# param_alu_unit_flat

File: config.mk
export PLATFORM = sky130hd
export DESIGN_NAME = param_alu_unit_flat
export DESIGN_NICKNAME = d
export VERILOG_FILES = /design/src/rtl/param_alu_unit_if.sv /design/src/rtl/param_alu_unit.sv /design/src/flat_wrapper.sv
export SDC_FILE = /design/constraint.sdc
export NUM_CORES = 1
export LEC_CHECK = 0
export CELL_PAD_IN_SITES_DETAIL_PLACEMENT = 1
export CELL_PAD_IN_SITES_GLOBAL_PLACEMENT = 2
export CORE_UTILIZATION = 30
export DETAILED_ROUTE_END_ITERATION = 16
export PLACE_DENSITY = 0.64
export SLEW_MARGIN = 20
export SYNTH_ARGS = -nofsm -noshare
export SYNTH_HDL_FRONTEND = slang
export SYNTH_SLANG_ARGS = --single-unit
export TNS_END_PERCENT = 10
File: constraint.sdc
create_clock -name i_clk -period 4.3 [get_ports i_clk]
set_input_delay 1.29 -clock i_clk [delete_from_list [all_inputs] [get_ports i_clk]]
set_output_delay 1.29 -clock i_clk [all_outputs]
set_load 0.005 [all_outputs]
File: src/rtl/param_alu_unit_if.sv
// Operand/result channel for param_alu_unit: valid/ready on both sides, plus a busy status.
// The producer side (master) drives operands and result-ready; the ALU (slave) drives the rest.
interface param_alu_unit_if #(
  parameter int WIDTH = 16
);
  logic             in_vld;
  logic             in_rdy;
  logic [WIDTH-1:0] a;
  logic [WIDTH-1:0] b;
  logic [3:0]       op_sel;
  logic             wf;
  logic             out_vld;
  logic             out_rdy;
  logic [WIDTH-1:0] alu_out;
  logic [3:0]       flags_out;
  logic             busy;

  modport master (
    output in_vld, a, b, op_sel, wf, out_rdy,
    input  in_rdy, out_vld, alu_out, flags_out, busy
  );

  modport slave (
    input  in_vld, a, b, op_sel, wf, out_rdy,
    output in_rdy, out_vld, alu_out, flags_out, busy
  );
endinterface

File: src/rtl/param_alu_unit.sv
// Handshaked ALU with {Z,C,N,O} flags: single-cycle ops land at the transfer edge, MUL WIDTH edges later.
// Input is refused while a MUL runs or the output register holds an unpopped result.
module param_alu_unit #(
  parameter int WIDTH = 16
) (
  input logic              i_clk,
  input logic              i_rst_n,
  param_alu_unit_if.slave  bus
);
  localparam int SHW = $clog2(WIDTH);
  localparam logic [SHW:0]   W_SH   = (SHW+1)'(WIDTH);
  localparam logic [SHW-1:0] CNT_LAST = SHW'(WIDTH - 1);

  localparam logic [3:0] OP_PASSA = 4'd0;
  localparam logic [3:0] OP_PASSB = 4'd1;
  localparam logic [3:0] OP_NOTA  = 4'd2;
  localparam logic [3:0] OP_NOTB  = 4'd3;
  localparam logic [3:0] OP_ADD   = 4'd4;
  localparam logic [3:0] OP_ADC   = 4'd5;
  localparam logic [3:0] OP_SUB   = 4'd6;
  localparam logic [3:0] OP_AND   = 4'd7;
  localparam logic [3:0] OP_OR    = 4'd8;
  localparam logic [3:0] OP_XOR   = 4'd9;
  localparam logic [3:0] OP_NAND  = 4'd10;
  localparam logic [3:0] OP_LSL   = 4'd11;
  localparam logic [3:0] OP_LSR   = 4'd12;
  localparam logic [3:0] OP_ASR   = 4'd13;
  localparam logic [3:0] OP_ROL   = 4'd14;
  localparam logic [3:0] OP_MUL   = 4'd15;

  typedef enum logic {S_IDLE, S_MUL} state_e;

  state_e             r_state;
  logic [WIDTH-1:0]   r_alu_out;
  logic [3:0]         r_flags;
  logic               r_out_vld;
  logic               r_busy;
  logic [2*WIDTH-1:0] r_mcand;
  logic [2*WIDTH-1:0] r_acc;
  logic [WIDTH-1:0]   r_mplier;
  logic [SHW-1:0]     r_cnt;
  logic               r_wf;

  logic               w_pop;
  logic               w_xfer;
  logic [SHW-1:0]     w_n;
  logic [SHW:0]       w_rsh;
  logic               w_sub;
  logic               w_cin;
  logic [WIDTH-1:0]   w_b_add;
  logic [WIDTH:0]     w_sum;
  logic               w_o_add;
  logic [WIDTH:0]     w_lsl;
  logic [WIDTH:0]     w_lsr;
  logic [WIDTH:0]     w_asr;
  logic [WIDTH-1:0]   w_rol;
  logic [WIDTH-1:0]   w_res;
  logic               w_c_new;
  logic               w_o_new;
  logic [3:0]         w_flags;
  logic [2*WIDTH-1:0] w_acc_nxt;
  logic [3:0]         w_mul_flags;

  assign bus.in_rdy    = (r_state == S_IDLE) && (!r_out_vld || bus.out_rdy);
  assign bus.out_vld   = r_out_vld;
  assign bus.alu_out   = r_alu_out;
  assign bus.flags_out = r_flags;
  assign bus.busy      = r_busy;

  assign w_pop  = r_out_vld && bus.out_rdy;
  assign w_xfer = bus.in_vld && bus.in_rdy;
  assign w_n    = bus.b[SHW-1:0];
  assign w_rsh  = W_SH - {1'b0, w_n};

  // SUB is A + ~B + 1, so one adder serves ADD/ADC/SUB and C is a plain carry-out.
  assign w_sub   = (bus.op_sel == OP_SUB);
  assign w_b_add = w_sub ? ~bus.b : bus.b;
  assign w_cin   = w_sub | ((bus.op_sel == OP_ADC) & r_flags[2]);
  assign w_sum   = {1'b0, bus.a} + {1'b0, w_b_add} + {{WIDTH{1'b0}}, w_cin};
  assign w_o_add = (bus.a[WIDTH-1] == w_b_add[WIDTH-1]) && (w_sum[WIDTH-1] != bus.a[WIDTH-1]);

  // One guard bit on each shifter catches the last bit shifted out.
  assign w_lsl = {1'b0, bus.a} << w_n;
  assign w_lsr = {bus.a, 1'b0} >> w_n;
  assign w_asr = $signed({bus.a, 1'b0}) >>> w_n;
  assign w_rol = (bus.a << w_n) | (bus.a >> w_rsh);

  always_comb begin
    w_res   = '0;
    w_c_new = r_flags[2];
    w_o_new = r_flags[0];
    case (bus.op_sel)
      OP_PASSA: w_res = bus.a;
      OP_PASSB: w_res = bus.b;
      OP_NOTA:  w_res = ~bus.a;
      OP_NOTB:  w_res = ~bus.b;
      OP_ADD, OP_ADC, OP_SUB: begin
        w_res   = w_sum[WIDTH-1:0];
        w_c_new = w_sum[WIDTH];
        w_o_new = w_o_add;
      end
      OP_AND:   w_res = bus.a & bus.b;
      OP_OR:    w_res = bus.a | bus.b;
      OP_XOR:   w_res = bus.a ^ bus.b;
      OP_NAND:  w_res = ~(bus.a & bus.b);
      OP_LSL: begin
        w_res = w_lsl[WIDTH-1:0];
        if (w_n != '0) w_c_new = w_lsl[WIDTH];
      end
      OP_LSR: begin
        w_res = w_lsr[WIDTH:1];
        if (w_n != '0) w_c_new = w_lsr[0];
      end
      OP_ASR: begin
        w_res = w_asr[WIDTH:1];
        if (w_n != '0) w_c_new = w_asr[0];
      end
      OP_ROL: begin
        w_res = w_rol;
        if (w_n != '0) w_c_new = w_rol[0];
      end
      default: w_res = '0;
    endcase
    w_flags = {(w_res == '0), w_c_new, w_res[WIDTH-1], w_o_new};
  end

  // Shift-add step: the last step's sum goes straight to the output register.
  assign w_acc_nxt   = r_acc + (r_mplier[0] ? r_mcand : '0);
  assign w_mul_flags = {(w_acc_nxt[WIDTH-1:0] == '0), |w_acc_nxt[2*WIDTH-1:WIDTH],
                        w_acc_nxt[WIDTH-1], r_flags[0]};

  always_ff @(posedge i_clk or negedge i_rst_n) begin
    if (!i_rst_n) begin
      r_state   <= S_IDLE;
      r_alu_out <= '0;
      r_flags   <= '0;
      r_out_vld <= 1'b0;
      r_busy    <= 1'b0;
      r_mcand   <= '0;
      r_acc     <= '0;
      r_mplier  <= '0;
      r_cnt     <= '0;
      r_wf      <= 1'b0;
    end else begin
      case (r_state)
        S_IDLE: begin
          if (w_xfer) begin
            if (bus.op_sel == OP_MUL) begin
              r_state   <= S_MUL;
              r_busy    <= 1'b1;
              r_mcand   <= {{WIDTH{1'b0}}, bus.a};
              r_mplier  <= bus.b;
              r_acc     <= '0;
              r_cnt     <= '0;
              r_wf      <= bus.wf;
              // Transfer implies the old result was absent or popped this edge.
              r_out_vld <= 1'b0;
            end else begin
              r_alu_out <= w_res;
              if (bus.wf) r_flags <= w_flags;
              r_out_vld <= 1'b1;
            end
          end else if (w_pop) begin
            r_out_vld <= 1'b0;
          end
        end
        S_MUL: begin
          r_acc    <= w_acc_nxt;
          r_mcand  <= r_mcand << 1;
          r_mplier <= r_mplier >> 1;
          r_cnt    <= r_cnt + SHW'(1);
          if (r_cnt == CNT_LAST) begin
            r_state   <= S_IDLE;
            r_busy    <= 1'b0;
            r_alu_out <= w_acc_nxt[WIDTH-1:0];
            if (r_wf) r_flags <= w_mul_flags;
            r_out_vld <= 1'b1;
          end
        end
        default: r_state <= S_IDLE;
      endcase
    end
  end
endmodule

File: src/flat_wrapper.sv
// flat-port wrapper written by rule: the top's interface ports become plain ports
module param_alu_unit_flat 
#(
  parameter int WIDTH = 16
)
  (i_clk, i_rst_n, bus_in_vld, bus_a, bus_b, bus_op_sel, bus_wf, bus_out_rdy, bus_in_rdy, bus_out_vld, bus_alu_out, bus_flags_out, bus_busy);
  param_alu_unit_if #(.WIDTH(WIDTH)) bus_i ();
  input logic i_clk;
  input logic i_rst_n;
  input wire logic [$bits(bus_i.in_vld)-1:0] bus_in_vld;
  input wire logic [$bits(bus_i.a)-1:0] bus_a;
  input wire logic [$bits(bus_i.b)-1:0] bus_b;
  input wire logic [$bits(bus_i.op_sel)-1:0] bus_op_sel;
  input wire logic [$bits(bus_i.wf)-1:0] bus_wf;
  input wire logic [$bits(bus_i.out_rdy)-1:0] bus_out_rdy;
  output wire logic [$bits(bus_i.in_rdy)-1:0] bus_in_rdy;
  output wire logic [$bits(bus_i.out_vld)-1:0] bus_out_vld;
  output wire logic [$bits(bus_i.alu_out)-1:0] bus_alu_out;
  output wire logic [$bits(bus_i.flags_out)-1:0] bus_flags_out;
  output wire logic [$bits(bus_i.busy)-1:0] bus_busy;
  assign bus_i.in_vld = bus_in_vld;
  assign bus_i.a = bus_a;
  assign bus_i.b = bus_b;
  assign bus_i.op_sel = bus_op_sel;
  assign bus_i.wf = bus_wf;
  assign bus_i.out_rdy = bus_out_rdy;
  assign bus_in_rdy = bus_i.in_rdy;
  assign bus_out_vld = bus_i.out_vld;
  assign bus_alu_out = bus_i.alu_out;
  assign bus_flags_out = bus_i.flags_out;
  assign bus_busy = bus_i.busy;
  param_alu_unit #(.WIDTH(WIDTH)) u_core (.i_clk(i_clk), .i_rst_n(i_rst_n), .bus(bus_i));
endmodule
param_alu_unit_flat/flops_by_reg.png
Other sequential cells in the stronger grey, the rest of the logic in the fainter grey.
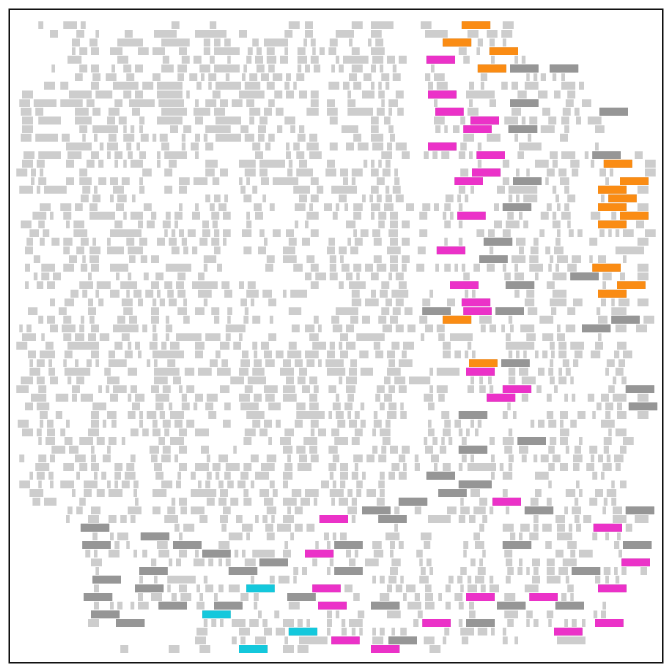
- orange: u_core.bus.alu_out (flops 16)
- magenta: u_core.r_mcand (flops 32)
- cyan: u_core.r_cnt (flops 4)
- not coloured: 56
sequential cell power: 1800 uW
sequential portion of the cell area: 0.1615

==> Table 3: Implementation characteristics <==
Physical design parameters

Parameter                              Value

Outcome
  Run status .................. finished with violations
  Violated checks .................. setup timing

Setup path
  Register-to-register path setup slack .................. ~0.4 ns
  Worst setup path category .................. in -> reg
  Path length in cells of the critical path .................. 12
  Crit path max fanout .................. 12
  Most Frequent Cell on Critical Path .................. sky130_fd_sc_hd__buf_4
  Endpoint kind of the worst setup timing path .................. register
  Critical R2R Capture .................. u_core.bus.flags_out[3]$_DFFE_PN0P_
  Startpoint type of the worst setup path .................. input port
  Launch instance of the worst register-to-register path .................. u_core.r_mplier[0]$_DFFE_PN0P_

Route
  Total met3 wirelength after detailed routing .................. approximately 2300 microns
  Number of optimization iterations in the first detailed-route pass .................. 5
  Vias/cell .................. around 5.6
  Starting DRC count in detailed routing .................. between 1000 and 1500

Min path
  Hold Path Sink .................. u_core.r_acc[7]$_DFFE_PN0P_

Synthesis
  Proportion of synthesized flip-flops having asynchronous set or reset .................. 1.000
  Chip area in the Yosys report .................. 12320 sq um
  Synth cell count leaders .................. 216 x sky130_fd_sc_hd__nand2_1, 141 x sky130_fd_sc_hd__nor2_1, 109 x sky130_fd_sc_hd__o21ai_0, 108 x sky130_fd_sc_hd__dfrtp_1, 94 x sky130_fd_sc_hd__a21oi_1
  Post-synthesis register bit count .................. approximately 110
  Synthesized area divided by synthesized cell count .................. between 7 and 8 sq um

Timing
  Count of pins over their slew limit .................. 0
  Setup violators final .................. 1
  Worst Setup Slack, final .................. -0.000006217 ns
  Hold violation count in the final report .................. 0

Placed design
  Count of input and output buffers .................. roughly 63
  HPWL after DPL .................. approximately 48000 microns

CTS
  Root buffer cell .................. sky130_fd_sc_hd__clkbuf_16

Layout
  Count of plain and timing-repair buffers .................. ~460
  Design area .................. 16760 sq um
  Non-clock buffering overhead .................. 0.2252
  Layout fillers .................. around 4800
  Comb area share .................. 0.5462

Power and ir drop
  Power density normalized to cell area .................. 375.8 nW/um^2
  Cell internal power dissipation .................. ~3500 uW

Global routing
  Residual overflow from global routing .................. 0

Floorplanning
  Overall chip area .................. 41890 sq um
param_alu_unit_flat/clk_routes.png
Bar = 50 microns.
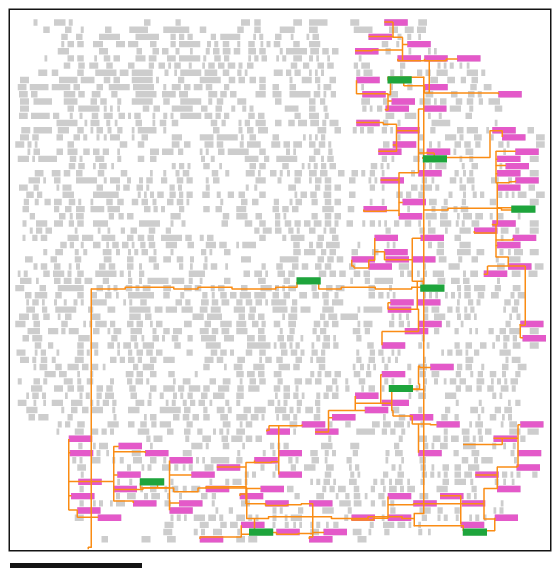
- green: clock drivers (count 9)
- magenta: flip-flops (count 108)
- orange: clock wires (length 1860 microns)
- routed clock nets: 10
clock network fraction of total power: 0.133
power in the clock group: 837 uW
later-pin clock latency in the skew report: 0.39 ns

[through the flow]
stage                     std cells  setup slack [ns]
final                          2431      -0.000006217
after global routing           2431           -0.1252
after CTS                      2428          -0.02533
after detailed placement       2389           -0.8831
after global placement         2389           -0.7854
after floorplan                1551           -0.4244
[kinds of logic after synthesis]
group	count (synthesis)	share of synthesized area
AND-OR/OR-AND	455	0.2478
XOR/XNOR	59	0.04193
adder cells (fa/ha/maj)	84	0.08712
buffers and inverters	166	0.06945
flip-flops	108	0.2193
multiplexers	103	0.1151
AND/OR/NAND/NOR	576	0.2192
[what timing repair did]
action / 4_1_cts / 5_1_grt
gates cloned: 0 / 0
pin swaps: 27 / 35
setup buffers: 23 / 3
setup endpoints to repair: 9 / 10
endpoints found under the hold margin: 0 / 0
hold buffers: 0 / 0
gates resized: 36 / 45
[state kept, by name, summed over array words and instances (netlist names)]
register / count
u_core.bus.alu_out: 16
u_core.bus.busy: 1
u_core.bus.flags_out: 4
u_core.bus.out_vld: 1
u_core.r_acc: 32
u_core.r_cnt: 4
u_core.r_mcand: 32
u_core.r_mplier: 16
u_core.r_state: 1
u_core.r_wf: 1

# mem_port_arbiter

mem_port_arbiter/wires.png
Bar = 20 microns.
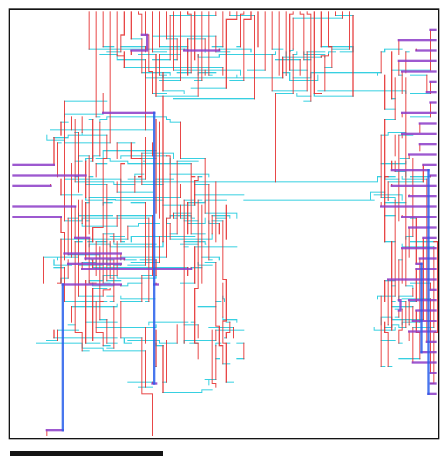
mem_port_arbiter/congestion.png
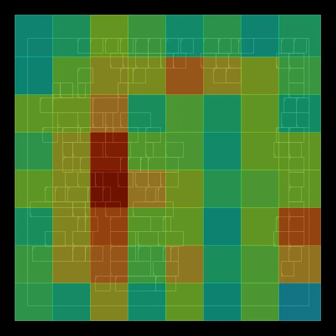
mem_port_arbiter/clk_routes.png
Bar = 20 microns.
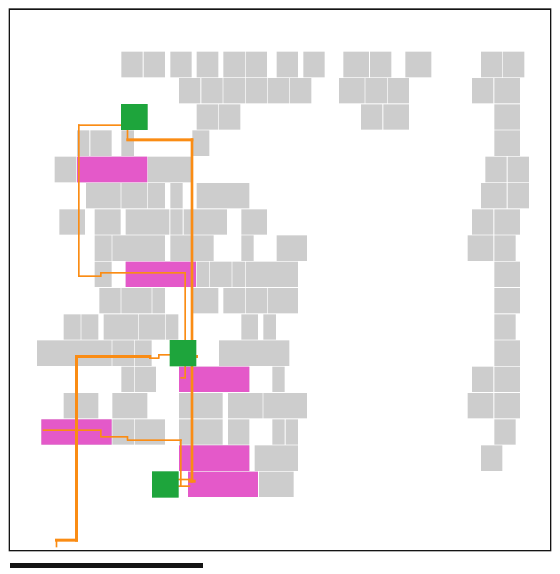
==> src/rtl/mem_port_arbiter.sv <==
// Two-port round-robin arbiter in front of the single-port SPM, with a bounded burst hold.
// Define ARB_FIXED_PRIO_EN for strict port-0 priority (only port 1 is ever pre-empted).
module mem_port_arbiter #(
  parameter int word_size = 8,
  parameter int addr_size = 8,
  parameter int max_burst = 4
) (
  input  logic                 clk,
  input  logic                 rst,
  input  logic                 req0,
  input  logic                 we0,
  input  logic [addr_size-1:0] addr0,
  input  logic [word_size-1:0] wdata0,
  output logic                 gnt0,
  output logic [word_size-1:0] rdata0,
  input  logic                 req1,
  input  logic                 we1,
  input  logic [addr_size-1:0] addr1,
  input  logic [word_size-1:0] wdata1,
  output logic                 gnt1,
  output logic [word_size-1:0] rdata1,
  output logic [addr_size-1:0] mem_addr,
  output logic [word_size-1:0] mem_din,
  output logic                 mem_write,
  input  logic [word_size-1:0] mem_dout
);

  localparam int BW = $clog2(max_burst + 1);
  localparam logic [BW-1:0] BMAX = BW'(max_burst);
`ifdef ARB_FIXED_PRIO_EN
  localparam bit FIXED = 1'b1;
`else
  localparam bit FIXED = 1'b0;
`endif

  typedef enum logic [1:0] {IDLE, OWN0, OWN1} state_t;

  state_t        state_q, state_d;
  logic          last_q, last_d;
  logic [BW-1:0] bcnt_q, bcnt_d;
  logic [BW-1:0] bcnt_inc;

  assign bcnt_inc = (bcnt_q == BMAX) ? BMAX : bcnt_q + BW'(1);

  always_comb begin
    state_d = state_q;
    last_d  = last_q;
    bcnt_d  = bcnt_q;
    case (state_q)
      IDLE: begin
        if (req0 && req1)  state_d = (FIXED || last_q) ? OWN0 : OWN1;
        else if (req0)     state_d = OWN0;
        else if (req1)     state_d = OWN1;
      end
      OWN0: begin
        if (!req0)                                        state_d = req1 ? OWN1 : IDLE;
        else if (!FIXED && req1 && (bcnt_q == BMAX))      state_d = OWN1;
        else                                              bcnt_d  = bcnt_inc;
      end
      OWN1: begin
        if (!req1)                                        state_d = req0 ? OWN0 : IDLE;
        else if (req0 && (bcnt_q == BMAX))                state_d = OWN0;
        else                                              bcnt_d  = bcnt_inc;
      end
      default: state_d = IDLE;
    endcase
    // Any change of owner restarts the burst count and records the new owner.
    if (state_d == OWN0 && state_q != OWN0) begin
      bcnt_d = BW'(1);
      last_d = 1'b0;
    end else if (state_d == OWN1 && state_q != OWN1) begin
      bcnt_d = BW'(1);
      last_d = 1'b1;
    end else if (state_d == IDLE) begin
      bcnt_d = '0;
    end
  end

  always_ff @(posedge clk) begin
    if (rst) begin
      state_q <= IDLE;
      last_q  <= 1'b1;
      bcnt_q  <= '0;
    end else begin
      state_q <= state_d;
      last_q  <= last_d;
      bcnt_q  <= bcnt_d;
    end
  end

  assign gnt0 = (state_q == OWN0);
  assign gnt1 = (state_q == OWN1);

  // Memory mux follows the registered owner; a reset cycle never writes.
  always_comb begin
    mem_addr  = '0;
    mem_din   = '0;
    mem_write = 1'b0;
    rdata0    = '0;
    rdata1    = '0;
    case (state_q)
      OWN0: begin
        mem_addr  = addr0;
        mem_din   = wdata0;
        mem_write = we0 & req0 & ~rst;
        rdata0    = mem_dout;
      end
      OWN1: begin
        mem_addr  = addr1;
        mem_din   = wdata1;
        mem_write = we1 & req1 & ~rst;
        rdata1    = mem_dout;
      end
      default: ;
    endcase
  end

endmodule

==> config.mk <==
export PLATFORM = sky130hd
export DESIGN_NAME = mem_port_arbiter
export DESIGN_NICKNAME = d
export VERILOG_FILES = /design/src/rtl/mem_port_arbiter.sv
export SDC_FILE = /design/constraint.sdc
export NUM_CORES = 1
export LEC_CHECK = 0
export ABC_CLOCK_PERIOD_IN_PS = 5100
export CORE_MARGIN = 2
export CORE_UTILIZATION = 36
export DETAILED_ROUTE_END_ITERATION = 6
export DONT_BUFFER_PORTS = 1
export SYNTH_ARGS = -nofsm -noshare
export SYNTH_HDL_FRONTEND = slang
export SYNTH_SLANG_ARGS = --single-unit
==> constraint.sdc <==
create_clock -name clk -period 5.1 [get_ports clk]
set_input_delay 0.765 -clock clk [delete_from_list [all_inputs] [get_ports clk]]
set_output_delay 0.765 -clock clk [all_outputs]
set_load 0.02 [all_outputs]
==> Table 3: Implementation characteristics <==
Physical design parameters

Parameter                              Value

Floorplanning
  Overall chip area .................. between 3000 and 4000 sq um
  Vertical die dimension .................. 55.97 microns
  Num rows .................. 18

Timing
  RSZ-0062 raised after global routing .................. false
  Worst-case hold slack .................. approximately 0.46 ns
  Achievable frequency .................. roughly 310 MHz
  Share of the clock period used by the worst path after layout .................. 0.6266

Global routing
  Residual overflow from global routing .................. 0

Synthesis
  Area of the mapped netlist .................. between 900 and 1000 sq um
  Post-synthesis register bit count .................. 6
  Yosys top cell by area .................. sky130_fd_sc_hd__a22oi_1
  Area fraction in mux cells .................. 0.06178
  Top cells, area .................. sky130_fd_sc_hd__a22oi_1 13%, sky130_fd_sc_hd__dfxtp_1 12%, sky130_fd_sc_hd__nor2b_1 12%

Placed design
  HPWL after DPL .................. 2016 microns

Power and ir drop
  Power share of the combinational group .................. 0.662
  Final Power .................. roughly 330 uW

Route
  Number of nets still failing antenna checks after routing .................. 0
  Number of optimization iterations in the first detailed-route pass .................. 4

Setup path
  Register-to-register path setup slack .................. approximately 2.6 ns
  Crit path max fanout .................. 33
  Endpoint kind of the worst setup timing path .................. output pin
  Startpoint type of the worst setup path .................. register
  CP required .................. 4.34 ns

CTS
  Clock sink count .................. 6
  Clock tree from TritonCTS .................. done
  Deepest level of the CTS H-tree .................. 1

Outcome
  Run status .................. finished clean

Run
  OpenROAD warnings .................. 30

Layout
  Flip-flop count of the largest register, all copies and words added .................. 3
About mem_port_arbiter/wires.png:
- purple: metal 3 (wire length 204 microns)
- red: metal 2 (wire length 1310 microns)
- cyan: metal 1 (wire length 952 microns)
- blue: metal 4 (wire length 95.2 microns)
Routed WL: 2561 microns
all-layer global routing usage: 0.1579
average wire length per cell after detail routing: 17.30 microns
via total after detailed routing: 958

About mem_port_arbiter/congestion.png:
global-route met2 utilization: 0.3008
most congested layer reported by global routing: met2
met3 layer usage reported by global route: 0.03023

About mem_port_arbiter/clk_routes.png:
- green: clock drivers (count 3)
- orange: clock wires (length 147 microns)
- magenta: flip-flops (count 6)
- routed clock nets: 4
Clock Skew: 0.009768 ns
clock network fraction of total power: 0.146
power in the clock group: 48.6 uW

-- cell type report --
| class | instances | area [sq um] | area share |
|---|---|---|---|
| tap | 30 | 37.54 | 0.03822 |
| sequential | 6 | 120.1 | 0.1223 |
| inverter | 5 | 18.77 | 0.01911 |
| multi-input combinational | 104 | 783.3 | 0.7975 |
| clock buffer | 3 | 22.52 | 0.02293 |
-- worst paths after layout --
| kind | start | endpoint | cells after the start |
|---|---|---|---|
| max | state_q[0]$_SDFF_PP0_ | mem_write | 4 |
| min | last_q$_SDFFE_PP1P_ | last_q$_SDFFE_PP1P_ | 1 |
| max reg2reg | state_q[0]$_SDFF_PP0_ | last_q$_SDFFE_PP1P_ | 6 |
| min reg2reg | last_q$_SDFFE_PP1P_ | last_q$_SDFFE_PP1P_ | 1 |
-- kinds of logic after synthesis --
kind of cell / count (synthesis)
AOI/OAI and AO/OA: 31
and+or+nand+nor: 62
adders and majority gates: 6
DFF: 6
buffers and inverters: 14
muxes: 5
-- per-layer routing --
layer | wire, microns | vias to the layer above
met1 | 951 | 453
met5 | 0 | -
met2 | 1311 | 62
met4 | 95 | 0
li1 | - | 434
met3 | 203 | 9

# hazard_tracker

hazard_tracker/flops_by_reg.png
Other sequential cells in the stronger grey, the rest of the logic in the fainter grey.
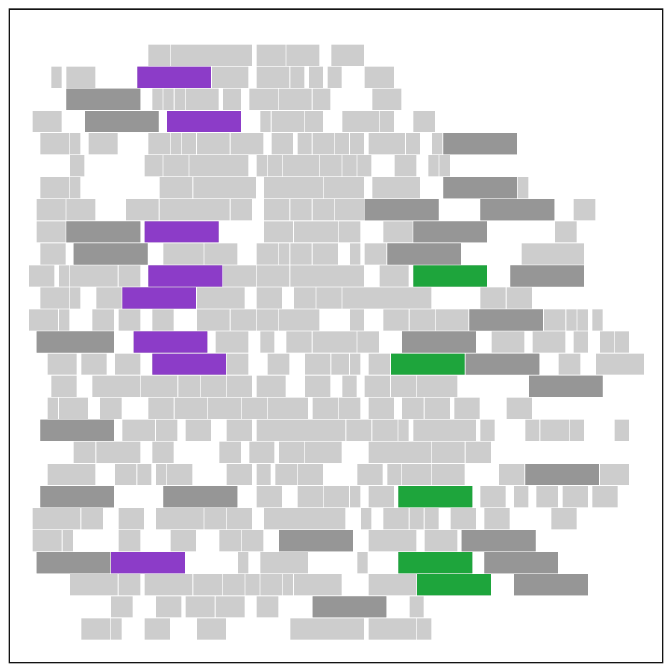
hazard_tracker/clk_routes.png
Bar = 20 microns.
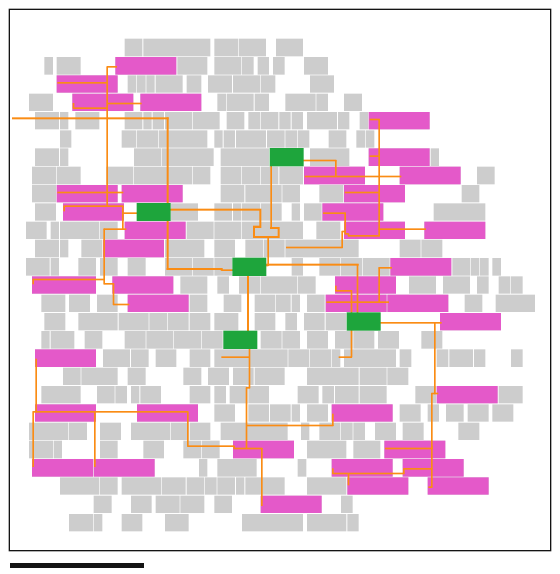
hazard_tracker/wires.png
Bar = 20 microns.
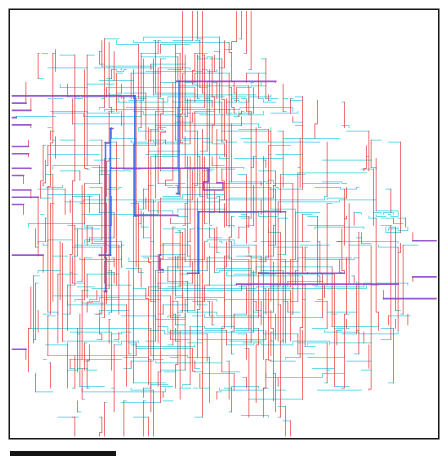
[config.mk]
export PLATFORM = sky130hd
export DESIGN_NAME = hazard_tracker
export DESIGN_NICKNAME = d
export VERILOG_FILES = /design/src/rtl/hazard_pkg.sv /design/src/rtl/hazard_fwd_sel.sv /design/src/rtl/hazard_tracker.sv
export SDC_FILE = /design/constraint.sdc
export NUM_CORES = 1
export LEC_CHECK = 0
export CORE_MARGIN = 2
export CORE_UTILIZATION = 39
export CTS_CLUSTER_SIZE = 16
export DETAILED_ROUTE_END_ITERATION = 16
export PLACE_DENSITY_LB_ADDON = 0.2
export SETUP_SLACK_MARGIN = 0.2
export SLEW_MARGIN = 30
export SYNTH_ARGS = -nofsm -noshare
export SYNTH_HDL_FRONTEND = slang
export SYNTH_SLANG_ARGS = --single-unit
[constraint.sdc]
create_clock -name clk -period 2.1 [get_ports clk]
set_clock_uncertainty 0.1 [all_clocks]
set_input_delay 0.315 -clock clk [delete_from_list [all_inputs] [get_ports clk]]
set_output_delay 0.315 -clock clk [all_outputs]
set_load 0.005 [all_outputs]
[src/rtl/hazard_pkg.sv]
// Shared constants, scoreboard entry type and helpers for the MIPS hazard tracker.
package hazard_pkg;

    localparam int unsigned SB_AW = 5;
    localparam int unsigned SB_TW = 2;

    localparam logic [1:0] FWD_RF = 2'd0;
    localparam logic [1:0] FWD_W  = 2'd1;
    localparam logic [1:0] FWD_M  = 2'd2;
    localparam logic [1:0] FWD_E  = 2'd3;

    localparam logic [SB_TW-1:0] TUSE_NONE = SB_TW'(3);
    localparam logic [SB_TW-1:0] TNEW_JAL  = SB_TW'(0);
    localparam logic [SB_TW-1:0] TNEW_ALU  = SB_TW'(1);
    localparam logic [SB_TW-1:0] TNEW_LD   = SB_TW'(2);

    typedef struct packed {
        logic [SB_AW-1:0] a3;
        logic [SB_TW-1:0] tnew;
        logic             wr;
    } sb_entry_t;

    // Tnew ages by one per stage and saturates at zero.
    function automatic logic [SB_TW-1:0] tnew_dec(input logic [SB_TW-1:0] t);
        return (t == '0) ? '0 : t - SB_TW'(1);
    endfunction

    // $0 writers are never live.
    function automatic logic entry_live(input sb_entry_t e);
        return e.wr && (e.a3 != '0);
    endfunction

endpackage

[src/rtl/hazard_fwd_sel.sv]
// Forward select for one operand: youngest eligible stage wins (E, then M, then W).
module hazard_fwd_sel
    import hazard_pkg::*;
(
    input  logic [SB_AW-1:0] addr_i,
    input  logic             e_en_i,
    input  sb_entry_t        ent_e_i,
    input  sb_entry_t        ent_m_i,
    input  sb_entry_t        ent_w_i,
    output logic [1:0]       sel_c_o
);

    function automatic logic eligible(input sb_entry_t e, input logic [SB_AW-1:0] a);
        return entry_live(e) && (e.a3 == a) && (e.tnew == '0);
    endfunction

    always_comb begin
        sel_c_o = FWD_RF;
        if (e_en_i && eligible(ent_e_i, addr_i)) begin
            sel_c_o = FWD_E;
        end else if (eligible(ent_m_i, addr_i)) begin
            sel_c_o = FWD_M;
        end else if (eligible(ent_w_i, addr_i)) begin
            sel_c_o = FWD_W;
        end
    end

endmodule

[src/rtl/hazard_tracker.sv]
// E/M/W writer scoreboard producing the D-stage stall and D/E/M forwarding selects.
module hazard_tracker
    import hazard_pkg::*;
#(
    parameter int unsigned REG_AW = 5,
    parameter int unsigned T_W    = 2
) (
    input  logic              clk,
    input  logic              reset,
    input  logic [REG_AW-1:0] A1_D,
    input  logic [REG_AW-1:0] A2_D,
    input  logic [T_W-1:0]    TuseRs_D,
    input  logic [T_W-1:0]    TuseRt_D,
    input  logic [REG_AW-1:0] A3_D,
    input  logic              RegWrite_D,
    input  logic [T_W-1:0]    TnewD,
    output logic              Stall,
    output logic [1:0]        FwdRs_D,
    output logic [1:0]        FwdRt_D,
    output logic [1:0]        FwdRs_E,
    output logic [1:0]        FwdRt_E,
    output logic              FwdRt_M
);

    sb_entry_t        e_q, e_d;
    sb_entry_t        m_q, m_d;
    sb_entry_t        w_q, w_d;
    logic [SB_AW-1:0] a1_e_q, a1_e_d;
    logic [SB_AW-1:0] a2_e_q, a2_e_d;
    logic [SB_AW-1:0] a2_m_q, a2_m_d;

    logic [SB_AW-1:0] a1_d_c, a2_d_c, a3_d_c;
    logic [SB_TW-1:0] tuse_rs_c, tuse_rt_c, tnew_d_c;
    logic             stall_c;

    assign a1_d_c    = SB_AW'(A1_D);
    assign a2_d_c    = SB_AW'(A2_D);
    assign a3_d_c    = SB_AW'(A3_D);
    assign tuse_rs_c = SB_TW'(TuseRs_D);
    assign tuse_rt_c = SB_TW'(TuseRt_D);
    assign tnew_d_c  = SB_TW'(TnewD);

    // A reader stalls while a live E/M writer's result is not ready by its Tuse.
    function automatic logic operand_hazard(input logic [SB_AW-1:0] a,
                                            input logic [SB_TW-1:0] tuse,
                                            input sb_entry_t        e,
                                            input sb_entry_t        m);
        logic he, hm;
        he = entry_live(e) && (e.a3 == a) && (tuse < e.tnew);
        hm = entry_live(m) && (m.a3 == a) && (tuse < m.tnew);
        return (a != '0) && (tuse != TUSE_NONE) && (he || hm);
    endfunction

    assign stall_c = operand_hazard(a1_d_c, tuse_rs_c, e_q, m_q)
                   | operand_hazard(a2_d_c, tuse_rt_c, e_q, m_q);
    assign Stall   = stall_c;

    always_comb begin
        e_d      = '0;
        e_d.a3   = a3_d_c;
        e_d.tnew = tnew_d_c;
        e_d.wr   = RegWrite_D;
        a1_e_d   = a1_d_c;
        a2_e_d   = a2_d_c;
        if (stall_c) begin
            e_d    = '0;
            a1_e_d = '0;
            a2_e_d = '0;
        end
        m_d      = '0;
        m_d.a3   = e_q.a3;
        m_d.tnew = tnew_dec(e_q.tnew);
        m_d.wr   = e_q.wr;
        a2_m_d   = a2_e_q;
        w_d      = '0;
        w_d.a3   = m_q.a3;
        w_d.tnew = tnew_dec(m_q.tnew);
        w_d.wr   = m_q.wr;
    end

    always_ff @(posedge clk or posedge reset) begin
        if (reset) begin
            e_q    <= '0;
            m_q    <= '0;
            w_q    <= '0;
            a1_e_q <= '0;
            a2_e_q <= '0;
            a2_m_q <= '0;
        end else begin
            e_q    <= e_d;
            m_q    <= m_d;
            w_q    <= w_d;
            a1_e_q <= a1_e_d;
            a2_e_q <= a2_e_d;
            a2_m_q <= a2_m_d;
        end
    end

    hazard_fwd_sel u_sel_rs_d (
        .addr_i (a1_d_c),
        .e_en_i (1'b1),
        .ent_e_i(e_q),
        .ent_m_i(m_q),
        .ent_w_i(w_q),
        .sel_c_o(FwdRs_D)
    );

    hazard_fwd_sel u_sel_rt_d (
        .addr_i (a2_d_c),
        .e_en_i (1'b1),
        .ent_e_i(e_q),
        .ent_m_i(m_q),
        .ent_w_i(w_q),
        .sel_c_o(FwdRt_D)
    );

    // E operands never forward from E itself.
    hazard_fwd_sel u_sel_rs_e (
        .addr_i (a1_e_q),
        .e_en_i (1'b0),
        .ent_e_i('0),
        .ent_m_i(m_q),
        .ent_w_i(w_q),
        .sel_c_o(FwdRs_E)
    );

    hazard_fwd_sel u_sel_rt_e (
        .addr_i (a2_e_q),
        .e_en_i (1'b0),
        .ent_e_i('0),
        .ent_m_i(m_q),
        .ent_w_i(w_q),
        .sel_c_o(FwdRt_E)
    );

    assign FwdRt_M = (a2_m_q != '0) && entry_live(w_q) && (w_q.a3 == a2_m_q);

endmodule
==> Table 3: Implementation characteristics <==
Physical design parameters

Parameter                              Value

Setup path
  Critical R2R Capture .................. a2_e_q[4]$_DFF_PP0_
  Startpoint type of the worst setup path .................. register
  End point of the critical path .................. FwdRt_D[1]
  Worst Reg-to-Reg Cells .................. 10
  Register-to-register path setup slack .................. -0.21 ns

Synthesis
  Synthesized area divided by synthesized cell count .................. around 10 sq um
  Gate Count Post-Synth .................. roughly 220
  Post-synthesis register bit count .................. 39
  Synthesized-area fraction occupied by adder cells .................. 0.02199
  Yosys Warn Count .................. 0
  Fraction of synthesized cell area taken by the top area cell type .................. 0.4288
  Yosys aoi share .................. 0.07422
  Synth logic family .................. XOR/XNOR gates

Timing
  Setup violators final .................. 27
  Setup TNS .................. -5.928 ns
  Count of pins over their slew limit .................. 0
  Worst Setup Slack, final .................. -0.4424 ns
  Slew @ Worst Pin .................. slightly below 0.5 ns
  RSZ-0062 raised after global routing .................. true
  Achievable frequency .................. around 390 MHz

Layout
  Design area .................. between 3000 and 4000 sq um
  Share of layout cells above drive strength 1 .................. 0.4277
  Most common library cell in the layout ignoring fill and taps .................. sky130_fd_sc_hd__buf_4
  Non-clock buffering overhead .................. 0.2644
  Commonest cells after routing, fill and taps aside .................. 48 x sky130_fd_sc_hd__buf_4, 38 x sky130_fd_sc_hd__dfrtp_1, 27 x sky130_fd_sc_hd__xor2_1, 24 x sky130_fd_sc_hd__xnor2_1, 23 x sky130_fd_sc_hd__inv_1
  Layout net count .................. ~340
  Dominant class by area .................. logic gates

Power and ir drop
  Worst vdd rail ir drop .................. about 400 uV
  Final Power .................. around 2100 uW
  Power density normalized to cell area .................. just under 600 nW/um^2

Floorplanning
  Tap Count .................. 72
  Pre-Place Util .................. 0.4083
  Core outline area .................. ~5600 sq um

Outcome
  Violated checks .................. setup timing
  Run status .................. finished with violations

Global routing
  Met3 layer usage reported by global route .................. 0.03483
  Largest net degree at the start of global routing .................. approximately 40
  Most congested layer reported by global routing .................. met2
  GR Util met1 .................. 0.2328

Route
  Starting DRC count in detailed routing .................. 55
  Residual DRC count .................. 0
  Metal2 WL .................. approximately 3400 microns
  Vias/cell .................. about 4.8

Run
  Number of max-cap violations .................. 0
  OpenROAD warnings .................. 29

Placed design
  HPWL after DPL .................. between 4000 and 5000 microns
  Count of input and output buffers .................. 33

CTS
  Root buffer cell .................. sky130_fd_sc_hd__clkbuf_8
About hazard_tracker/flops_by_reg.png:
- purple: m_q (flops 8)
- green: a2_e_q (flops 5)
- not coloured: 26
sequential portion of the cell area: 0.2736
post-layout util: 0.6409
storage element area: 977.2 sq um
sequential cell power: 838 uW

About hazard_tracker/clk_routes.png:
- magenta: flip-flops (count 39)
- orange: clock wires (length 519 microns)
- green: clock drivers (count 5)
- flops lie: spread over the die
- routed clock nets: 6
power in the clock group: 745 uW
later-pin clock latency in the skew report: 0.29 ns

About hazard_tracker/wires.png:
- cyan: metal 1 (wire length 2500 microns)
- blue: metal 4 (wire length 107 microns)
- purple: metal 3 (wire length 210 microns)
- red: metal 2 (wire length 3380 microns)
Routed WL: 6189 microns
via total after detailed routing: 1847

## worst max-delay path, stage by stage, from the launching register on
cell                      delay, ns
sky130_fd_sc_hd__dfrtp_1       0.41
sky130_fd_sc_hd__buf_6         0.13
sky130_fd_sc_hd__xor2_1        0.15
sky130_fd_sc_hd__or4_4         0.54
sky130_fd_sc_hd__or3_4         0.41
sky130_fd_sc_hd__o21ai_1       0.07
sky130_fd_sc_hd__buf_2         0.12
## power by group
group / leakage (uW) / internal (uW) / total (uW) / switching, uW
Sequential: 0.000461 / 798 / 838 / 40.3
Combinational: 0.00106 / 273 / 510 / 237
Clock: 0.0000654 / 475 / 745 / 270
Total: 0.00159 / 1550 / 2090 / 548
## what timing repair did
item / 4_1_cts / 5_1_grt
pin swaps: 24 / 13
setup endpoints to repair: 28 / 28
buffers inserted: 14 / 3
gates resized: 76 / 31
endpoints found under the hold margin: 0 / 0
cloned: 1 / 2
## flip-flops by register name, indices dropped and copies added (netlist names)
signal,flops
w_q,8
a1_e_q,5
e_q,8
a2_e_q,5
m_q,8
a2_m_q,5

# sanojn_ttrpg_dice

sanojn_ttrpg_dice/flops_by_reg.png
Other sequential cells in the stronger grey, the rest of the logic in the fainter grey.
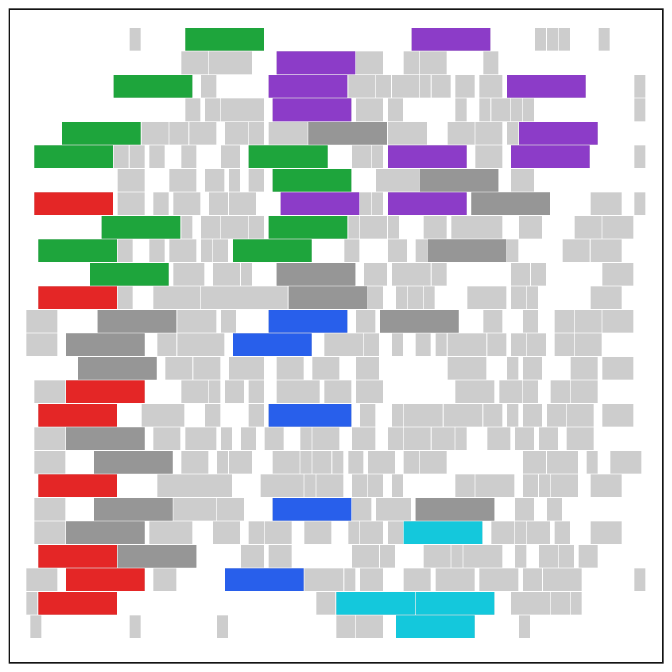
sanojn_ttrpg_dice/layer_met4.png
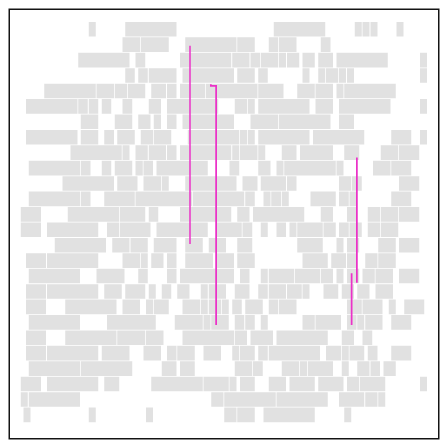
sanojn_ttrpg_dice/congestion.png
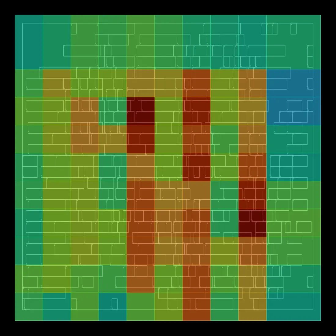
### src/rtl/dice_pkg.sv
// rtl/dice_pkg.sv - dice_pkg: die-size limits, 7-segment pattern table and the BCD digit type.
package dice_pkg;

    typedef logic [3:0] bcd_t;

    localparam int NUM_DICE = 7;

    // Wrap point of each die as two BCD digits; 100 is stored as 00
    localparam logic [7:0] DIE_LIMITS [0:NUM_DICE-1] = '{
        8'h04, 8'h06, 8'h08, 8'h10, 8'h12, 8'h20, 8'h00
    };

    localparam logic [6:0] SEG_PATTERNS [0:9] = '{
        7'h3F, 7'h06, 7'h5B, 7'h4F, 7'h66, 7'h6D, 7'h7D, 7'h07, 7'h7F, 7'h6F
    };

    function automatic logic [6:0] seg_of(bcd_t d);
        return (d < 4'd10) ? SEG_PATTERNS[d] : 7'h00;
    endfunction

endpackage

### src/rtl/dice_debounce.sv
// rtl/dice_debounce.sv - dice_debounce: 2-flop button/polarity synchronizer and stable-count debouncer.
module dice_debounce
    import dice_pkg::*;
#(
    parameter int DEBOUNCE_CYCLES = 1024
) (
    input  logic       clk,
    input  logic       rst_n,
    input  logic [6:0] buttons,
    input  logic       polarity,
    output logic [6:0] raw,
    output logic       pressed
);

    localparam int CW = $clog2(DEBOUNCE_CYCLES + 1);

    logic [7:0]    sync1;
    logic [7:0]    sync2;
    logic [CW-1:0] stable_cnt;
    logic          any_raw;

    // Polarity strap is synchronized alongside the buttons so both flip together
    assign raw     = sync2[6:0] ^ {7{~sync2[7]}};
    assign any_raw = |raw;

    always_ff @(posedge clk or negedge rst_n) begin
        if (!rst_n) begin
            sync1      <= '0;
            sync2      <= '0;
            stable_cnt <= '0;
            pressed    <= 1'b0;
        end else begin
            sync1 <= {polarity, buttons};
            sync2 <= sync1;
            if (any_raw != pressed) begin
                if (stable_cnt == CW'(DEBOUNCE_CYCLES - 1)) begin
                    pressed    <= any_raw;
                    stable_cnt <= '0;
                end else begin
                    stable_cnt <= stable_cnt + 1'b1;
                end
            end else begin
                stable_cnt <= '0;
            end
        end
    end

endmodule

### src/rtl/sanojn_ttrpg_dice.sv
// rtl/sanojn_ttrpg_dice.sv - dice roller top: selection, BCD counter, digit mux, polarity straps.
// Optional DICE_BLANK_ZERO_EN blanks a leading-zero tens digit.
module sanojn_ttrpg_dice
    import dice_pkg::*;
#(
    parameter int DEBOUNCE_CYCLES = 1024,
    parameter int MUX_CYCLES      = 1024
) (
    input  logic       clk,
    input  logic       rst_n,
    input  logic       ena,
    input  logic [7:0] ui_in,
    output logic [7:0] uo_out,
    input  logic [7:0] uio_in,
    output logic [7:0] uio_out,
    output logic [7:0] uio_oe
);

    localparam int MW = (MUX_CYCLES > 1) ? $clog2(MUX_CYCLES) : 1;

    logic [6:0]    raw;
    logic          pressed;
    logic          pressed_d;
    logic          valid;
    logic          sel;
    logic [MW-1:0] mux_cnt;
    bcd_t          digit1;
    bcd_t          digit10;
    bcd_t          next1;
    bcd_t          next10;
    logic [7:0]    die;
    logic [7:0]    die_sel;
    logic          show;
    logic          tens_blank;
    logic          ones_on;
    logic          tens_on;
    logic [6:0]    seg;
    logic          unused_ok;

    assign unused_ok = &{1'b0, ena, ui_in[7], uio_in[4:0]};

    dice_debounce #(
        .DEBOUNCE_CYCLES(DEBOUNCE_CYCLES)
    ) u_debounce (
        .clk     (clk),
        .rst_n   (rst_n),
        .buttons (ui_in[6:0]),
        .polarity(uio_in[5]),
        .raw     (raw),
        .pressed (pressed)
    );

    always_comb begin
        die_sel = DIE_LIMITS[0];
        for (int i = NUM_DICE - 1; i >= 0; i--) begin
            if (raw[i]) die_sel = DIE_LIMITS[i];
        end
    end

    always_comb begin
        next1  = digit1 + 4'd1;
        next10 = digit10;
        if ({digit10, digit1} == die) begin
            next1  = 4'd1;
            next10 = 4'd0;
        end else if (digit1 == 4'd9) begin
            next1  = 4'd0;
            next10 = (digit10 == 4'd9) ? 4'd0 : digit10 + 4'd1;
        end
    end

    // The die tracks the lowest pressed button until the debounced press lands, then freezes
    always_ff @(posedge clk or negedge rst_n) begin
        if (!rst_n) begin
            pressed_d <= 1'b0;
            valid     <= 1'b0;
            digit1    <= '0;
            digit10   <= '0;
            die       <= DIE_LIMITS[0];
        end else begin
            pressed_d <= pressed;
            if (!pressed && (|raw)) die <= die_sel;
            if (pressed && !pressed_d) begin
                digit1  <= 4'd1;
                digit10 <= 4'd0;
                valid   <= 1'b0;
            end else if (pressed) begin
                digit1  <= next1;
                digit10 <= next10;
            end else if (pressed_d) begin
                valid <= 1'b1;
            end
        end
    end

    always_ff @(posedge clk or negedge rst_n) begin
        if (!rst_n) begin
            mux_cnt <= '0;
            sel     <= 1'b0;
        end else if (mux_cnt == MW'(MUX_CYCLES - 1)) begin
            mux_cnt <= '0;
            sel     <= ~sel;
        end else begin
            mux_cnt <= mux_cnt + 1'b1;
        end
    end

`ifdef DICE_BLANK_ZERO_EN
    assign tens_blank = (digit10 == 4'd0) && !((die == 8'h00) && (digit1 == 4'd0));
`else
    assign tens_blank = 1'b0;
`endif

    assign show    = valid && !pressed;
    assign ones_on = show && !sel;
    assign tens_on = show && sel && !tens_blank;
    assign seg     = ones_on ? seg_of(digit1) : (tens_on ? seg_of(digit10) : 7'h00);

    assign uo_out  = {1'b0, seg} ^ {8{~uio_in[6]}};
    assign uio_out = {6'b0,
                      tens_on ? uio_in[7] : ~uio_in[7],
                      ones_on ? uio_in[7] : ~uio_in[7]};
    assign uio_oe  = 8'b0000_0011;

endmodule

### config.mk
export PLATFORM = sky130hd
export DESIGN_NAME = sanojn_ttrpg_dice
export DESIGN_NICKNAME = d
export VERILOG_FILES = /design/src/rtl/dice_pkg.sv /design/src/rtl/dice_debounce.sv /design/src/rtl/sanojn_ttrpg_dice.sv
export SDC_FILE = /design/constraint.sdc
export NUM_CORES = 1
export LEC_CHECK = 0
export CAP_MARGIN = 30
export CORE_MARGIN = 1.5
export CORE_UTILIZATION = 59
export CTS_BUF_LIST = sky130_fd_sc_hd__clkbuf_8 sky130_fd_sc_hd__clkbuf_16
export CTS_CLUSTER_SIZE = 14
export DETAILED_ROUTE_END_ITERATION = 16
export GPL_ROUTABILITY_DRIVEN = 0
export HOLD_SLACK_MARGIN = 0.08
export PLACE_DENSITY = 0.83
export SYNTH_ARGS = -nofsm -noshare
export SYNTH_HDL_FRONTEND = slang
export SYNTH_HIERARCHICAL = 1
export SYNTH_SLANG_ARGS = --single-unit
export TNS_END_PERCENT = 10
### constraint.sdc
create_clock -name clk -period 3.45 [get_ports clk]
set_input_delay 0.69 -clock clk [delete_from_list [all_inputs] [get_ports clk]]
set_output_delay 0.69 -clock clk [all_outputs]
set_load 0.01 [all_outputs]
==> Table 3: Implementation characteristics <==
Physical design parameters

Parameter                              Value

Synthesis
  Post-synth seq share .................. 0.4364
  XOR-XNOR Cells, Area Fraction .................. 0.1070
  Simple share .................. 0.1906
  Proportion of synthesized flip-flops having asynchronous set or reset .................. 1.000
  Yosys aoi share .................. 0.1239
  Number of standard cells reported by yosys .................. 302
  Chip area in the Yosys report .................. roughly 3100 sq um
  Synth cell count leaders .................. 53 x sky130_fd_sc_hd__dfrtp_1, 25 x sky130_fd_sc_hd__xnor2_1, 22 x sky130_fd_sc_hd__nand2_1, 17 x sky130_fd_sc_hd__ha_1, 15 x sky130_fd_sc_hd__buf_4
  Number of flops mapped to enable cells by yosys .................. 0
  Top cells, area .................. sky130_fd_sc_hd__dfrtp_1 43%, sky130_fd_sc_hd__xnor2_1 7.1%, sky130_fd_sc_hd__ha_1 6.9%

Layout
  Total number of sequential cells .................. 54
  Clock buffer count .................. 7
  Design area .................. ~3400 sq um
  Most common library cell in the layout ignoring fill and taps .................. sky130_fd_sc_hd__dfrtp_1
  Dominant class by area .................. logic gates
  Share of layout cells above drive strength 1 .................. 0.08050

Power and ir drop
  Static leakage .................. approximately 0.0014 uW

Placed design
  Count of input and output buffers .................. 21

Route
  Residual DRC count .................. 0
  Starting DRC count in detailed routing .................. approximately 100
  Number of nets still failing antenna checks after routing .................. 0

Setup path
  Cell-by-cell listing of the critical path .................. inv_1 -> ha_1 -> nand2b_1 -> a21oi_1 -> o22ai_1 -> xnor2_1 -> clkdlybuf4s50_1
  Endpoint kind of the worst setup timing path .................. output pin
  Arrival time of data at the critical path endpoint .................. roughly 2.5 ns
  Category of cells accounting for the largest share of critical-path delay .................. buffers and inverters
  Largest stage delay on the critical path .................. between 0.5 and 0.6 ns

Timing
  Slew @ Worst Pin .................. about 0.75 ns
  RSZ-0062 raised after global routing .................. false
  Count of pins over their slew limit .................. 0
  Setup TNS .................. 0 ns
  Worst-case hold slack .................. ~0.35 ns

CTS
  Largest buffer count on any clock path .................. 2
  Post-CTS Hold Fix Bufs .................. 0
  Clock-pin transition on the worst setup and hold timing paths .................. roughly 0.090 ns
  Clock sink count .................. 54

Global routing
  Vias in the first global route .................. slightly below 2000
  First-pass GRT wire length .................. 8487 microns

Floorplanning
  Vertical die dimension .................. between 70 and 80 microns
  Pre-Place Util .................. 0.6107
  Core outline area .................. 5075 sq um

Outcome
  Run status .................. finished clean

Min path
  Type of the tightest min-delay check .................. reg -> reg
Notes on sanojn_ttrpg_dice/flops_by_reg.png above:
- red: u_debounce/sync1 (flops 8)
- purple: mux_cnt (flops 10)
- cyan: digit10 (flops 4)
- blue: die (flops 5)
- green: u_debounce/stable_cnt (flops 11; where upper left)
sequential portion of the cell area: 0.3970
sequential cell power: 737 uW
post-layout util: 0.6714
storage element area: 1353 sq um

Notes on sanojn_ttrpg_dice/layer_met4.png above:
- nets with wire on the layer: 4
- wire length on this layer: 108 microns
- longest straight run: 42.0 microns
via total after detailed routing: 2109
Routed WL: 5016 microns

Notes on sanojn_ttrpg_dice/congestion.png above:
most congested layer reported by global routing: met2
all-layer global routing usage: 0.1985
average wire length per cell after detail routing: 12.76 microns

## power breakdown
part / internal [uW] / switching [uW] / leakage, uW / total [uW]
combinational: 100 / 100 / 0.000691 / 200
clock: 184 / 200 / 0.0000544 / 384
sequential: 689 / 48.6 / 0.000682 / 737
## worst paths after layout
kind / from / endpoint / cells past startpoint
worst max-delay path: digit10[0]$_DFFE_PN0P_ / uo_out[3] / 7
worst min-delay path: u_debounce/sync1[4]$_DFF_PN0_ / u_debounce/sync2[4]$_DFF_PN0_ / 0
worst max register to register: u_debounce/pressed$_DFFE_PN0P_ / digit1[2]$_DFFE_PN0P_ / 5
worst min register to register: u_debounce/sync1[4]$_DFF_PN0_ / u_debounce/sync2[4]$_DFF_PN0_ / 0
max in group asynchronous: rst_n / u_debounce/sync1[1]$_DFF_PN0_ / 2
min in group asynchronous: rst_n / mux_cnt[6]$_DFF_PN0_ / 1
## flip-flops by register name, summed over array words and instances (netlist names)
name	flops
u_debounce/pressed	1
mux_cnt	10
digit1	4
u_debounce/stable_cnt	11
sel	1
pressed_d	1
die	5
valid	1
digit10	4
u_debounce/sync1	8
u_debounce/sync2	8


==> gallery <==
Pin map.
Pins as bars across the die edge, other pins in grey.
panel A
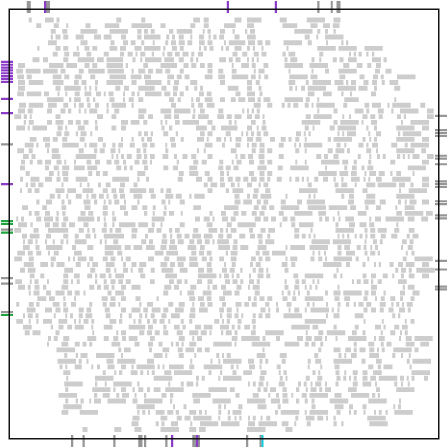
panel B
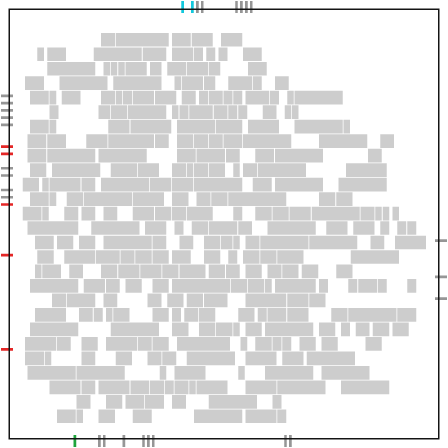
panel C
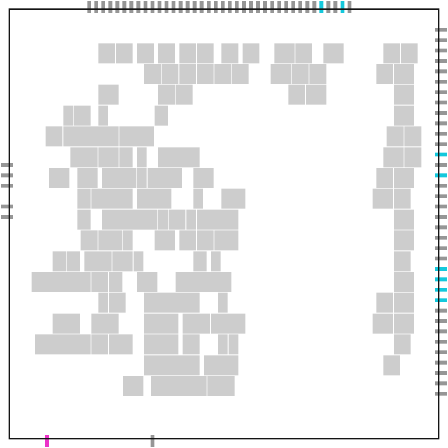
panel D
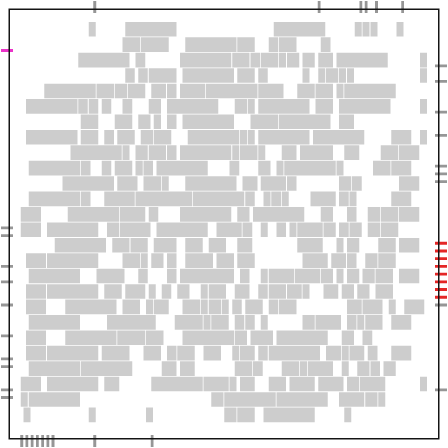
For hazard_tracker, see panel B.
For param_alu_unit_flat, see panel A.
For sanojn_ttrpg_dice, see panel D.
For mem_port_arbiter, see panel C.
Of these, most pins: panel C
Of these, fewest pins: panel B

Key to panel D:
- red: uo_out (pins 8; direction output; edge right)
- magenta: clk (pins 1; direction input; edge left)
- all pins by edge: 17 right, 11 left, 9 bottom, 6 top

No activity file was given, so power comes from the tool's default toggle rates.
